# ---- sample_sequencer ----
sample_sequencer/pins.png
Pins as bars across the die edge, other pins in gray.
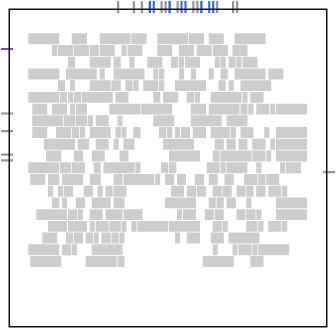

--- config.mk ---
export PLATFORM = sky130hd
export DESIGN_NAME = sample_sequencer
export DESIGN_NICKNAME = d
export VERILOG_FILES = /design/src/rtl/sample_sequencer.sv
export SDC_FILE = /design/constraint.sdc
export NUM_CORES = 1
export LEC_CHECK = 0
export CAP_MARGIN = 20
export CORE_MARGIN = 4
export CORE_UTILIZATION = 45
export CTS_CLUSTER_SIZE = 10
export DETAILED_ROUTE_END_ITERATION = 7
export PLACE_DENSITY = 0.71
export SLEW_MARGIN = 20
export SYNTH_ARGS = -nofsm -noshare
export SYNTH_HDL_FRONTEND = slang
export SYNTH_SLANG_ARGS = --single-unit
export TNS_END_PERCENT = 10
--- constraint.sdc ---
create_clock -name clk_i -period 3.88 [get_ports clk_i]
set_clock_uncertainty 0.15 [all_clocks]
set_input_delay 0.582 -clock clk_i [delete_from_list [all_inputs] [get_ports clk_i]]
set_output_delay 0.582 -clock clk_i [all_outputs]
set_load 0.02 [all_outputs]
--- src/rtl/sample_sequencer.sv ---
// sample_sequencer: paces the sensor and the 3-tap averager, then offers each
// average to the status process over valid/ready with sticky overrun detection.
module sample_sequencer #(
    parameter int SAMPLE_PERIOD = 16,
    parameter int SETTLE_CYCLES = 2,
    parameter int WINDOW        = 3
) (
    input  logic       clk_i,
    input  logic       rst_i,
    input  logic       enable_i,
    output logic       sample_o,
    output logic       avg_en_o,
    input  logic [7:0] avg_data_i,
    output logic [7:0] data_o,
    output logic       valid_o,
    input  logic       ready_i,
    output logic       warm_o,
    output logic       overrun_o
);
    localparam int            FW          = $clog2(WINDOW + 1);
    localparam logic [15:0]   PERIOD_LAST = 16'(SAMPLE_PERIOD - 1);
    localparam logic [7:0]    SETTLE_LAST = 8'(SETTLE_CYCLES - 1);
    localparam logic [FW-1:0] FILL_FULL   = FW'(WINDOW);

    typedef enum logic [2:0] {IDLE, SETTLE, CAPTURE, LATCH, WAIT} state_e;

    state_e        state_q, state_d;
    logic [15:0]   period_q, period_d;
    logic [7:0]    settle_q, settle_d;
    logic [FW-1:0] fill_q, fill_d, fill_inc;
    logic          sample_q, sample_d;
    logic          avg_en_q, avg_en_d;
    logic [7:0]    data_q, data_d;
    logic          valid_q, valid_d;
    logic          warm_q, warm_d;
    logic          overrun_q, overrun_d;
    logic          load;

    always_comb begin
        state_d   = state_q;
        settle_d  = settle_q;
        fill_d    = fill_q;
        sample_d  = sample_q;
        warm_d    = warm_q;
        avg_en_d  = 1'b0;
        period_d  = (state_q == IDLE || period_q == PERIOD_LAST) ? '0 : period_q + 16'd1;
        fill_inc  = (fill_q == FILL_FULL) ? fill_q : fill_q + FW'(1);
        load      = (state_q == LATCH) && (fill_inc == FILL_FULL);
        case (state_q)
            IDLE: begin
                if (enable_i) begin
                    sample_d = ~sample_q;
                    settle_d = '0;
                    state_d  = SETTLE;
                end
            end
            SETTLE: begin
                settle_d = settle_q + 8'd1;
                if (settle_q == SETTLE_LAST) begin
                    state_d  = CAPTURE;
                    avg_en_d = 1'b1;
                end
            end
            CAPTURE: state_d = LATCH;
            LATCH: begin
                fill_d  = fill_inc;
                warm_d  = warm_q | load;
                state_d = WAIT;
            end
            WAIT: begin
                if (!enable_i) begin
                    state_d = IDLE;
                    fill_d  = '0;
                    warm_d  = 1'b0;
                end else if (period_q == PERIOD_LAST) begin
                    sample_d = ~sample_q;
                    settle_d = '0;
                    state_d  = SETTLE;
                end
            end
            default: state_d = IDLE;
        endcase
        // A load coinciding with a transfer keeps valid high and is not an overrun
        data_d    = load ? avg_data_i : data_q;
        valid_d   = load || (valid_q && !ready_i);
        overrun_d = overrun_q || (load && valid_q && !ready_i);
    end

    always_ff @(posedge clk_i) begin
        if (rst_i) begin
            state_q   <= IDLE;
            period_q  <= '0;
            settle_q  <= '0;
            fill_q    <= '0;
            sample_q  <= 1'b0;
            avg_en_q  <= 1'b0;
            data_q    <= 8'h00;
            valid_q   <= 1'b0;
            warm_q    <= 1'b0;
            overrun_q <= 1'b0;
        end else begin
            state_q   <= state_d;
            period_q  <= period_d;
            settle_q  <= settle_d;
            fill_q    <= fill_d;
            sample_q  <= sample_d;
            avg_en_q  <= avg_en_d;
            data_q    <= data_d;
            valid_q   <= valid_d;
            warm_q    <= warm_d;
            overrun_q <= overrun_d;
        end
    end

    assign sample_o  = sample_q;
    assign avg_en_o  = avg_en_q;
    assign data_o    = data_q;
    assign valid_o   = valid_q;
    assign warm_o    = warm_q;
    assign overrun_o = overrun_q;
endmodule

# ---- cr16_run_controller ----
--- config.mk ---
export PLATFORM = sky130hd
export DESIGN_NAME = cr16_run_controller
export DESIGN_NICKNAME = d
export VERILOG_FILES = /design/src/rtl/cr16_run_controller.sv
export SDC_FILE = /design/constraint.sdc
export NUM_CORES = 1
export LEC_CHECK = 0
export CORE_MARGIN = 1
export CORE_UTILIZATION = 50
export CTS_BUF_LIST = sky130_fd_sc_hd__clkbuf_4 sky130_fd_sc_hd__clkbuf_8
export DETAILED_ROUTE_END_ITERATION = 12
export MAX_ROUTING_LAYER = met4
export PLACE_DENSITY = 0.81
export SLEW_MARGIN = 20
export SYNTH_ARGS = -nofsm -noshare
export SYNTH_HDL_FRONTEND = slang
export SYNTH_SLANG_ARGS = --single-unit
--- constraint.sdc ---
create_clock -name I_CLK -period 2.4 [get_ports I_CLK]
set_input_delay 0.24 -clock I_CLK [delete_from_list [all_inputs] [get_ports I_CLK]]
set_output_delay 0.24 -clock I_CLK [all_outputs]
set_load 0.05 [all_outputs]
--- src/rtl/cr16_run_controller.sv ---
// cr16_run_controller
// ---------------------------------------------------------------------------
// Run-control sequencer for the CR16 core. After reset it holds the core
// disabled for P_COLD_CYCLES cycles while block RAM warms up. It then waits
// in PAUSE and from there can:
//   - free-run the core while I_RUN is high,
//   - single-step it on each rising edge of I_STEP,
//   - pause it at a PC breakpoint (optional feature, see below).
// Once the PC goes above P_MAX_PC it halts the core for good in DONE.
// It also counts the cycles in which the core was enabled.
//
// Optional feature macro: CR16_RUN_CTRL_BREAKPOINT_EN
//   defined   : breakpoint compare on I_BREAK_EN / I_BREAK_PC, with a skip
//               flag so execution can resume from the breakpoint PC.
//   undefined : no breakpoint; I_BREAK_EN / I_BREAK_PC are ignored.
//
// Ports:
//   I_CLK          clock; all state changes on the rising edge
//   I_NRESET       synchronous active-low reset
//   I_RUN          level, 1 = free-run requested
//   I_STEP         single-step request, rising edge acts
//   I_BREAK_EN     breakpoint compare enable
//   I_BREAK_PC     breakpoint address
//   I_PC           current PC from the core
//   O_CR16_ENABLE  core enable (combinational on I_PC, so no overshoot)
//   O_STATE        state code: COLD=0 PAUSE=1 RUN=2 STEP=3 DONE=4
//   O_DONE         1 in DONE
//   O_CYCLE_COUNT  saturating count of cycles with O_CR16_ENABLE=1
// ---------------------------------------------------------------------------
module cr16_run_controller #(
  parameter logic [15:0] P_COLD_CYCLES       = 16'd2,
  parameter logic [15:0] P_MAX_PC            = 16'd32,
  parameter int          P_CYCLE_COUNT_WIDTH = 32
) (
  input  logic                           I_CLK,
  input  logic                           I_NRESET,
  input  logic                           I_RUN,
  input  logic                           I_STEP,
  input  logic                           I_BREAK_EN,
  input  logic [15:0]                    I_BREAK_PC,
  input  logic [15:0]                    I_PC,
  output logic                           O_CR16_ENABLE,
  output logic [2:0]                     O_STATE,
  output logic                           O_DONE,
  output logic [P_CYCLE_COUNT_WIDTH-1:0] O_CYCLE_COUNT
);

  typedef enum logic [2:0] {
    ST_COLD  = 3'd0,
    ST_PAUSE = 3'd1,
    ST_RUN   = 3'd2,
    ST_STEP  = 3'd3,
    ST_DONE  = 3'd4
  } state_t;

  localparam logic [P_CYCLE_COUNT_WIDTH-1:0] CNT_MAX_C = {P_CYCLE_COUNT_WIDTH{1'b1}};
  localparam logic [P_CYCLE_COUNT_WIDTH-1:0] CNT_ONE_C =
    {{(P_CYCLE_COUNT_WIDTH-1){1'b0}}, 1'b1};

  state_t                           state_r;
  logic [15:0]                      cold_cnt_r;
  logic                             step_q_r;
  logic                             done_r;
  logic [P_CYCLE_COUNT_WIDTH-1:0]   cycle_cnt_r;

  logic over_s;
  logic step_edge_s;
  logic bp_hit_s;
  logic active_s;
  logic enable_s;

  assign over_s      = (I_PC > P_MAX_PC);
  assign step_edge_s = I_STEP & ~step_q_r;
  assign active_s    = (state_r == ST_RUN) | (state_r == ST_STEP);

`ifdef CR16_RUN_CTRL_BREAKPOINT_EN
  logic skip_r;
  logic leave_pause_s;
  logic pause_entry_s;

  // skip masks the breakpoint for the first enabled cycle after leaving
  // PAUSE, so a run or step started at the breakpoint PC makes progress.
  assign bp_hit_s = I_BREAK_EN & (I_PC == I_BREAK_PC) & ~skip_r;

  assign leave_pause_s = (state_r == ST_PAUSE) & ~over_s & (I_RUN | step_edge_s);
  assign pause_entry_s =
      ((state_r == ST_COLD) & (cold_cnt_r == (P_COLD_CYCLES - 16'd1)))
    | ((state_r == ST_RUN)  & ~over_s & (bp_hit_s | ~I_RUN))
    | ((state_r == ST_STEP) & ~over_s);

  // Skip flag: set when leaving PAUSE, cleared after the first enabled
  // cycle or on return to PAUSE.
  always_ff @(posedge I_CLK) begin
    if (!I_NRESET) begin
      skip_r <= 1'b0;
    end else if (leave_pause_s) begin
      skip_r <= 1'b1;
    end else if (enable_s | pause_entry_s) begin
      skip_r <= 1'b0;
    end else begin
      skip_r <= skip_r;
    end
  end
`else
  logic unused_break_s;

  assign bp_hit_s       = 1'b0;
  assign unused_break_s = ^{I_BREAK_EN, I_BREAK_PC};
`endif

  // Enable reacts to I_PC in the same cycle so the core never executes
  // past P_MAX_PC or a breakpoint.
  assign enable_s = active_s & ~over_s & ~bp_hit_s;

  // Run-control FSM, step-edge detector and enabled-cycle counter.
  always_ff @(posedge I_CLK) begin
    if (!I_NRESET) begin
      state_r     <= ST_COLD;
      cold_cnt_r  <= 16'd0;
      step_q_r    <= 1'b0;
      done_r      <= 1'b0;
      cycle_cnt_r <= {P_CYCLE_COUNT_WIDTH{1'b0}};
    end else begin
      step_q_r <= I_STEP;

      if (enable_s && (cycle_cnt_r != CNT_MAX_C)) begin
        cycle_cnt_r <= cycle_cnt_r + CNT_ONE_C;
      end else begin
        cycle_cnt_r <= cycle_cnt_r;
      end

      case (state_r)
        ST_COLD: begin
          cold_cnt_r <= cold_cnt_r + 16'd1;
          if (cold_cnt_r == (P_COLD_CYCLES - 16'd1)) begin
            state_r <= ST_PAUSE;
          end else begin
            state_r <= ST_COLD;
          end
        end
        ST_PAUSE: begin
          // RUN wins over a simultaneous step edge.
          if (over_s) begin
            state_r <= ST_DONE;
            done_r  <= 1'b1;
          end else if (I_RUN) begin
            state_r <= ST_RUN;
          end else if (step_edge_s) begin
            state_r <= ST_STEP;
          end else begin
            state_r <= ST_PAUSE;
          end
        end
        ST_RUN: begin
          if (over_s) begin
            state_r <= ST_DONE;
            done_r  <= 1'b1;
          end else if (bp_hit_s || !I_RUN) begin
            state_r <= ST_PAUSE;
          end else begin
            state_r <= ST_RUN;
          end
        end
        ST_STEP: begin
          // Exactly one enabled cycle; step edges seen here are dropped.
          if (over_s) begin
            state_r <= ST_DONE;
            done_r  <= 1'b1;
          end else begin
            state_r <= ST_PAUSE;
          end
        end
        ST_DONE: begin
          state_r <= ST_DONE;
          done_r  <= 1'b1;
        end
        default: begin
          state_r <= ST_COLD;
          done_r  <= 1'b0;
        end
      endcase
    end
  end

  assign O_CR16_ENABLE = enable_s;
  assign O_STATE       = state_r;
  assign O_DONE        = done_r;
  assign O_CYCLE_COUNT = cycle_cnt_r;

endmodule

# ---- uart_frame_assembler ----
$ cat src/rtl/uart_frame_assembler.sv
// Collects seven UART bytes into a 56-bit {cmd, addr, wdata} command frame and
// offers it downstream with valid/ready, flagging receive, opcode, timeout and overrun errors.
module uart_frame_assembler #(
    parameter int unsigned TIMEOUT_CYCLES = 8192,
    parameter logic [7:0]  CMD_WREQ       = 8'h01,
    parameter logic [7:0]  CMD_RREQ       = 8'h02
) (
    input  logic        clk_uart,
    input  logic        rst_uart,
    input  logic [7:0]  rx_data,
    input  logic        rx_valid,
    input  logic        rx_err,
    input  logic        frame_ready,
    output logic [55:0] frame_data,
    output logic        frame_valid,
    output logic        frame_write,
    output logic        busy,
    output logic        err_rx,
    output logic        err_opcode,
    output logic        err_timeout,
    output logic        err_overrun
);

    localparam int unsigned TW = $clog2(TIMEOUT_CYCLES);
    localparam logic [TW-1:0] TO_LAST = TW'(TIMEOUT_CYCLES - 1);
    localparam logic [2:0]    LAST_SLOT = 3'd6;

    typedef enum logic [1:0] {
        IDLE    = 2'd0,
        COLLECT = 2'd1,
        HOLD    = 2'd2
    } state_t;

    state_t        state, state_next;
    logic [2:0]    byte_cnt, byte_cnt_next;
    logic [TW-1:0] to_cnt, to_cnt_next;
    logic [55:0]   data_next;
    logic          write_next;
    logic          err_rx_next, err_opcode_next, err_timeout_next, err_overrun_next;
    logic          is_opcode;

    assign is_opcode = (rx_data == CMD_WREQ) || (rx_data == CMD_RREQ);

    always_comb begin
        // NOTE: every variable gets a default before the case so no path can leave it unassigned and infer a latch.
        state_next       = state;
        byte_cnt_next    = byte_cnt;
        to_cnt_next      = to_cnt;
        data_next        = frame_data;
        write_next       = frame_write;
        err_rx_next      = 1'b0;
        err_opcode_next  = 1'b0;
        err_timeout_next = 1'b0;
        err_overrun_next = 1'b0;

        case (state)
            IDLE: begin
                if (rx_valid) begin
                    if (rx_err) begin
                        err_rx_next = 1'b1;
                    end else if (is_opcode) begin
                        data_next[55:48] = rx_data;
                        byte_cnt_next    = 3'd1;
                        to_cnt_next      = '0;
                        state_next       = COLLECT;
                    end else begin
                        err_opcode_next = 1'b1;
                    end
                end
            end

            COLLECT: begin
                if (rx_valid) begin
                    if (rx_err) begin
                        err_rx_next   = 1'b1;
                        byte_cnt_next = '0;
                        to_cnt_next   = '0;
                        state_next    = IDLE;
                    end else begin
                        // Byte k of the frame lands in bits [55-8k -: 8].
                        for (int k = 1; k < 7; k++) begin
                            if (byte_cnt == 3'(k)) begin
                                data_next[55-8*k -: 8] = rx_data;
                            end
                        end
                        byte_cnt_next = byte_cnt + 3'd1;
                        to_cnt_next   = '0;
                        if (byte_cnt == LAST_SLOT) begin
                            write_next = (frame_data[55:48] == CMD_WREQ);
                            state_next = HOLD;
                        end
                    end
                end else if (to_cnt == TO_LAST) begin
                    err_timeout_next = 1'b1;
                    byte_cnt_next    = '0;
                    to_cnt_next      = '0;
                    state_next       = IDLE;
                end else begin
                    to_cnt_next = to_cnt + 1'b1;
                end
            end

            HOLD: begin
                // Any byte arriving here is dropped, even in the transfer cycle.
                if (rx_valid) begin
                    err_overrun_next = 1'b1;
                end
                if (frame_ready) begin
                    byte_cnt_next = '0;
                    state_next    = IDLE;
                end
            end

            default: begin
                byte_cnt_next = '0;
                to_cnt_next   = '0;
                state_next    = IDLE;
            end
        endcase
    end

    always_ff @(posedge clk_uart) begin
        // NOTE: non-blocking assignments so every register samples pre-edge values regardless of statement order.
        if (rst_uart) begin
            state       <= IDLE;
            byte_cnt    <= '0;
            to_cnt      <= '0;
            frame_data  <= '0;
            frame_write <= 1'b0;
            err_rx      <= 1'b0;
            err_opcode  <= 1'b0;
            err_timeout <= 1'b0;
            err_overrun <= 1'b0;
        end else begin
            state       <= state_next;
            byte_cnt    <= byte_cnt_next;
            to_cnt      <= to_cnt_next;
            frame_data  <= data_next;
            frame_write <= write_next;
            err_rx      <= err_rx_next;
            err_opcode  <= err_opcode_next;
            err_timeout <= err_timeout_next;
            err_overrun <= err_overrun_next;
        end
    end

    assign frame_valid = (state == HOLD);
    assign busy        = (state != IDLE);

endmodule
$ cat config.mk
export PLATFORM = sky130hd
export DESIGN_NAME = uart_frame_assembler
export DESIGN_NICKNAME = d
export VERILOG_FILES = /design/src/rtl/uart_frame_assembler.sv
export SDC_FILE = /design/constraint.sdc
export NUM_CORES = 1
export LEC_CHECK = 0
export ABC_CLOCK_PERIOD_IN_PS = 3520
export CAP_MARGIN = 20
export CORE_ASPECT_RATIO = 1.5
export CORE_MARGIN = 5
export CORE_UTILIZATION = 53
export DETAILED_ROUTE_END_ITERATION = 16
export PLACE_DENSITY = 0.84
export SYNTH_ARGS = -nofsm -noshare
export SYNTH_HDL_FRONTEND = slang
export SYNTH_SLANG_ARGS = --single-unit
$ cat constraint.sdc
create_clock -name clk_uart -period 3.52 [get_ports clk_uart]
set_clock_uncertainty 0.1 [all_clocks]
set_input_delay 0.352 -clock clk_uart [delete_from_list [all_inputs] [get_ports clk_uart]]
set_output_delay 0.352 -clock clk_uart [all_outputs]
set_load 0.05 [all_outputs]

## Gallery

Clock network drawn from the DEF.
Bar = 20 um.
Plate I
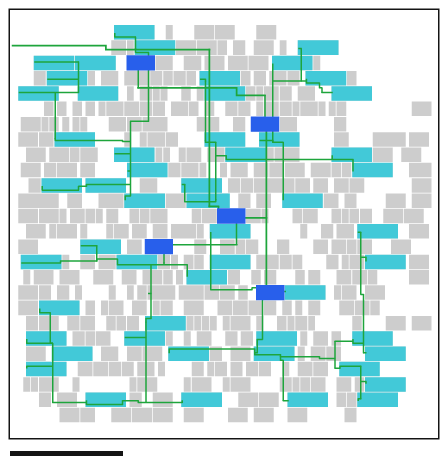
Plate II
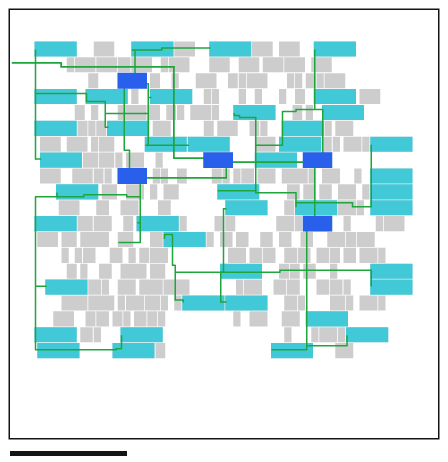
Plate III
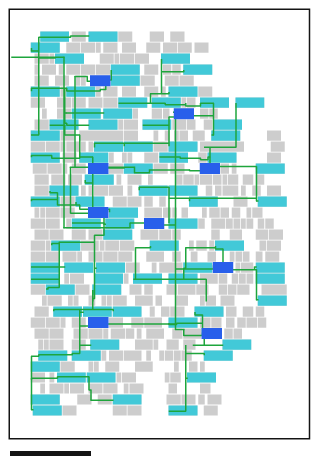
| picture | from |
|---|---|
| Plate III | uart_frame_assembler |
| Plate II | sample_sequencer |
| Plate I | cr16_run_controller |
Of these, largest die: Plate III
Of these, fewest sequential cells: Plate II

Key to Plate I:
[green] clock wires | length: 636 um
[blue] cells driving clock nets | count: 5
[cyan] flip-flops | count: 53
flops lie: widely spread
routed clock nets: 6

uart_frame_assembler/final_clocks.png
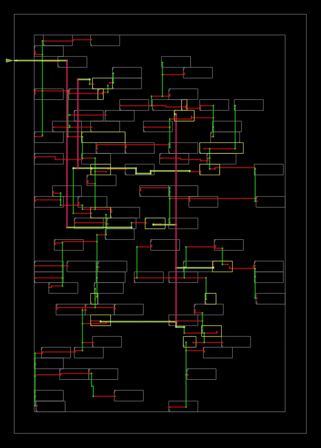
number of buffers inserted during clock tree synthesis: 9
source-to-sink clock delay at the later pin of the worst-skew pair: 0.35 ns
clock sinks: 79
count of flip-flops and latches: 79
Clock Buffer Count: 11

==> flow_results.xml, uart_frame_assembler <==
<?xml version="1.0" encoding="UTF-8"?>
<metrics>
  <group name="outcome">
    <metric name="run_status" unit="">finished clean</metric>
  </group>
  <group name="worst_setup_path">
    <metric name="timing.rr.end" unit="">to_cnt[9]</metric>
    <metric name="worst_ep_arrival_time" unit="ns">2.05</metric>
    <metric name="worst_path_largest_cell_delay" unit="ns">0.79</metric>
    <metric name="rr_startpoint" unit="">state[0]</metric>
  </group>
  <group name="layout">
    <metric name="final_cell_area" unit="um^2">4228</metric>
    <metric name="layout-area-overhead-vs-synth" unit="%">30.16</metric>
    <metric name="seq-cell-share" unit="">0.3741</metric>
    <metric name="logic_area" unit="um^2">1554</metric>
    <metric name="seq_area" unit="um^2">1582</metric>
    <metric name="drive_gt1_frac" unit="">0.08479</metric>
    <metric name="finish.net_count" unit="">415</metric>
  </group>
  <group name="floorplan">
    <metric name="die_w" unit="um">73.92</metric>
  </group>
  <group name="final_timing">
    <metric name="max_slew.worst_pin.slew" unit="ns">0.6706</metric>
    <metric name="finalClockPeriodUsage" unit="">0.7107</metric>
    <metric name="worst_slew_margin_rel" unit="">0.5516</metric>
  </group>
  <group name="routing">
    <metric name="detail_route.wirelength.met1" unit="mm">3.233</metric>
    <metric name="route.met3.wl" unit="um">460</metric>
  </group>
  <group name="clock_tree">
    <metric name="ctsRootBufferMaster" unit="">sky130_fd_sc_hd__clkbuf_8</metric>
    <metric name="htree_num_levels" unit="">3</metric>
    <metric name="tritoncts" unit="">yes</metric>
  </group>
  <group name="power">
    <metric name="vdd.ir_drop.worst" unit="uV">313.3</metric>
  </group>
  <group name="yosys">
    <metric name="ys_types" unit="">46</metric>
    <metric name="synth-edff-count" unit="">0</metric>
    <metric name="netlist.top_cell.by_instances" unit="">sky130_fd_sc_hd__dfxtp_1</metric>
    <metric name="synthArstFlopShare" unit="">0</metric>
    <metric name="multiplexer_fraction_of_the_synthesized_cell_area" unit="">0.1572</metric>
    <metric name="netlist_area" unit="um^2">3248</metric>
  </group>
  <group name="place">
    <metric name="dpl_worst_slack" unit="ns">0.8524</metric>
  </group>
  <group name="run">
    <metric name="warnings" unit="">29</metric>
  </group>
  <group name="hold_path">
    <metric name="hold_depth" unit="">4</metric>
  </group>
</metrics>
[uart_frame_assembler: worst max-delay path, delay by kind of cell (launching register included)]
kind                   cells  cell delay, ns
buffers and inverters      1            0.79
flip-flops                 1            0.69
AND/OR/NAND/NOR            1            0.22
[uart_frame_assembler: flip-flops by register name, summed over array words and instances (netlist names)]
name         count
err_opcode       1
err_rx           1
frame_data      56
to_cnt          13
err_timeout      1
state            2
err_overrun      1
frame_write      1
byte_cnt         3
[uart_frame_assembler: where the power goes]
group          internal, mW  switching [mW]
logic                0.0200          0.0394
clock network         0.401           0.330
registers             0.894        0.000570
total                  1.32           0.370
cr16_run_controller/final_clocks.png
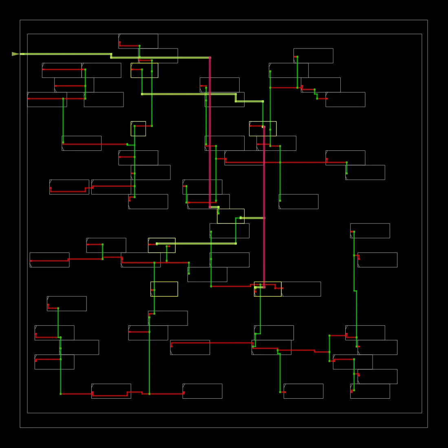
number of buffers inserted during clock tree synthesis: 5
clock network power: 0.527 mW

==> flow_results.xml, cr16_run_controller <==
<?xml version="1.0" encoding="UTF-8"?>
<metrics>
  <group name="yosys">
    <metric name="synthArstFlopShare" unit="">0</metric>
    <metric name="postSynth.topFlopCell" unit="">sky130_fd_sc_hd__dfxtp_1</metric>
    <metric name="synth_area_per_cell" unit="um^2">8.257</metric>
    <metric name="multiplexer_fraction_of_the_synthesized_cell_area" unit="">0.03651</metric>
    <metric name="yosys.area_share.simple" unit="">0.3638</metric>
  </group>
  <group name="layout">
    <metric name="ff_count" unit="">53</metric>
    <metric name="layout.clock.cell_area_share" unit="">0.02522</metric>
    <metric name="logic_area" unit="um^2">1592</metric>
    <metric name="buffers" unit="">74</metric>
    <metric name="num-nonclk-inverters" unit="">6</metric>
    <metric name="seq_area" unit="um^2">1062</metric>
    <metric name="fin_util" unit="">0.6863</metric>
    <metric name="sh_comb_area" unit="">0.4455</metric>
    <metric name="layout.filler_cells" unit="">430</metric>
  </group>
  <group name="floorplan">
    <metric name="ios" unit="">74</metric>
    <metric name="tap-cell-count" unit="">70</metric>
  </group>
  <group name="worst_setup_path">
    <metric name="timing.critical_path.cells" unit="">clkdlybuf4s50_1 &gt; or4_4 &gt; o21ai_4 &gt; buf_4 &gt; and3_1 &gt; and2_1 &gt; buf_12</metric>
  </group>
  <group name="global_routing">
    <metric name="global_route_wire_length_before_repair" unit="mm">11.41</metric>
    <metric name="grt_busiest_layer" unit="">met2</metric>
  </group>
  <group name="hold_path">
    <metric name="hold_depth" unit="">2</metric>
    <metric name="hp-class" unit="">reg -&gt; reg</metric>
  </group>
  <group name="final_timing">
    <metric name="rsz0062_at_grt" unit="">no</metric>
  </group>
  <group name="routing">
    <metric name="detailed_route_iter0_violations" unit="">173</metric>
  </group>
  <group name="run">
    <metric name="warnings" unit="">44</metric>
  </group>
  <group name="clock_tree">
    <metric name="htree_num_levels" unit="">2</metric>
  </group>
  <group name="outcome">
    <metric name="run_status" unit="">finished clean</metric>
  </group>
</metrics>
[cr16_run_controller: routing by layer]
metal,vias to the layer above,part of all wire
li1,1366,-
met1,1279,0.46
met2,83,0.47
met3,9,0.063
met4,0,0.011
met5,-,0
[cr16_run_controller: state kept, by name, summed over array words and instances, names as in the netlist]
name	flops
step_q_r	1
O_STATE	3
O_CYCLE_COUNT	32
cold_cnt_r	16
O_DONE	1
[cr16_run_controller: where the power goes]
group	switching (mW)	total (mW)	internal [mW]
Clock	0.286	0.527	0.241
Sequential	0.0407	0.957	0.916
Combinational	0.165	0.296	0.131
Total	0.492	1.78	1.29
sample_sequencer/registers.png
Other sequential cells in the stronger gray, the rest of the logic in the fainter gray.
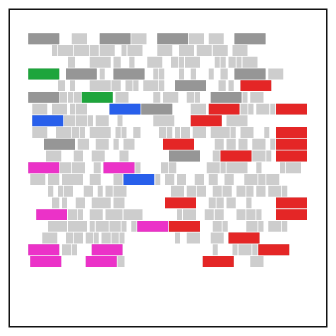
| color | name in the netlist | sequential cells |
|---|---|---|
| red | `period_q` | 16 |
| magenta | `settle_q` | 8 |
| green | `fill_q` | 2 |
| blue | `state_q` | 3 |
share of the core filled with cells in the final layout: 0.5532
register share of the cell area: 0.3746
Sequential Power: 0.446 mW

sample_sequencer/metal_stack.png
Bar = 20 um.
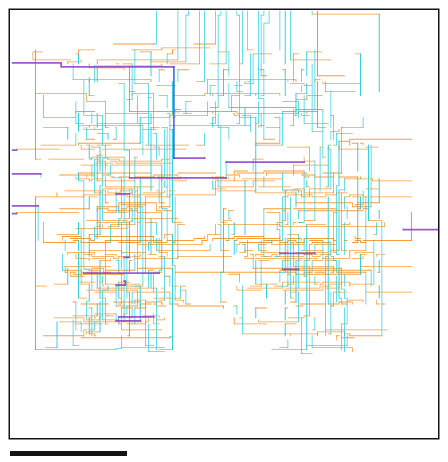
| color | layer | wire length |
|---|---|---|
| cyan | met2 | 1750 um |
| orange | met1 | 1890 um |
| blue | met4 | 15.6 um |
| purple | met3 | 117 um |

Notes on sample_sequencer/pins.png above:
| color | port | pins | direction | edge |
|---|---|---|---|---|
| blue | `avg_data_i` | 8 | input | north |
| purple | `clk_i` | 1 | input | west |
all pins by edge: 19 north, 5 west, 1 east

==> flow_results.xml, sample_sequencer <==
<?xml version="1.0" encoding="UTF-8"?>
<metrics>
  <group name="power">
    <metric name="switching_share" unit="">0.2356</metric>
    <metric name="powerClk" unit="mW">0.291</metric>
  </group>
  <group name="layout">
    <metric name="ff_count" unit="">42</metric>
    <metric name="buffers" unit="">25</metric>
    <metric name="reg_with_most_ffs" unit="">period_q</metric>
    <metric name="drive_gt1_frac" unit="">0.06148</metric>
    <metric name="final_cell_area" unit="um^2">2245</metric>
    <metric name="layout.filler_cells" unit="">377</metric>
  </group>
  <group name="routing">
    <metric name="route.met3.wl" unit="um">117</metric>
    <metric name="met2_wirelength" unit="mm">1.752</metric>
  </group>
  <group name="clock_tree">
    <metric name="cts-buffers-inserted" unit="">5</metric>
    <metric name="clock_slew_at_the_register_clock_pins_of_the_worst_setup_and_hold_paths" unit="ns">0.08</metric>
    <metric name="cts_hold_repair.buffers" unit="">0</metric>
    <metric name="cts.repair.resized" unit="">0</metric>
  </group>
  <group name="yosys">
    <metric name="multiplexer_fraction_of_the_synthesized_cell_area" unit="">0.005215</metric>
    <metric name="yosysWarningCount" unit="">0</metric>
    <metric name="numSynthFlops" unit="">42</metric>
    <metric name="netlist.top_cell.by_instances" unit="">sky130_fd_sc_hd__dfxtp_1</metric>
    <metric name="xor_share" unit="">0.06845</metric>
    <metric name="netlist_area" unit="um^2">1919</metric>
    <metric name="ys_types" unit="">42</metric>
  </group>
  <group name="final_timing">
    <metric name="fmax" unit="MHz">458.1</metric>
    <metric name="timing.final.crit_period" unit="ns">2.183</metric>
  </group>
  <group name="global_routing">
    <metric name="gr-usage-met1" unit="">0.2093</metric>
    <metric name="globalRouteTotalUtil" unit="">0.1483</metric>
    <metric name="grt_busiest_layer" unit="">met2</metric>
    <metric name="grt_start_max_net_pins" unit="">23</metric>
    <metric name="grt.overflow.total" unit="">0</metric>
  </group>
  <group name="worst_setup_path">
    <metric name="buffers_plus_inverters_on_the_worst_setup_path" unit="">2</metric>
    <metric name="worstPathMaxFanout" unit="">22</metric>
    <metric name="crit_path_kind" unit="">in -&gt; reg</metric>
  </group>
  <group name="place">
    <metric name="placedInstanceArea" unit="um^2">2150</metric>
    <metric name="place.detailed.hpwl" unit="mm">2.741</metric>
  </group>
  <group name="floorplan">
    <metric name="coreArea" unit="um^2">4058</metric>
  </group>
  <group name="outcome">
    <metric name="run_status" unit="">finished clean</metric>
  </group>
</metrics>
sample_sequencer: worst paths after layout:
| path | start | endpoint | slack [ns] | depth (start not counted) |
|---|---|---|---|---|
| worst max-delay path | rst_i | settle_q[6] | 1.70 | 5 |
| worst min-delay path | data_o[7] | data_o[7] | 0.31 | 2 |
| worst max register to register | period_q[0] | period_q[4] | 1.71 | 5 |
| worst min register to register | data_o[7] | data_o[7] | 0.31 | 2 |

No activity file was given, so power comes from the tool's default toggle rates.
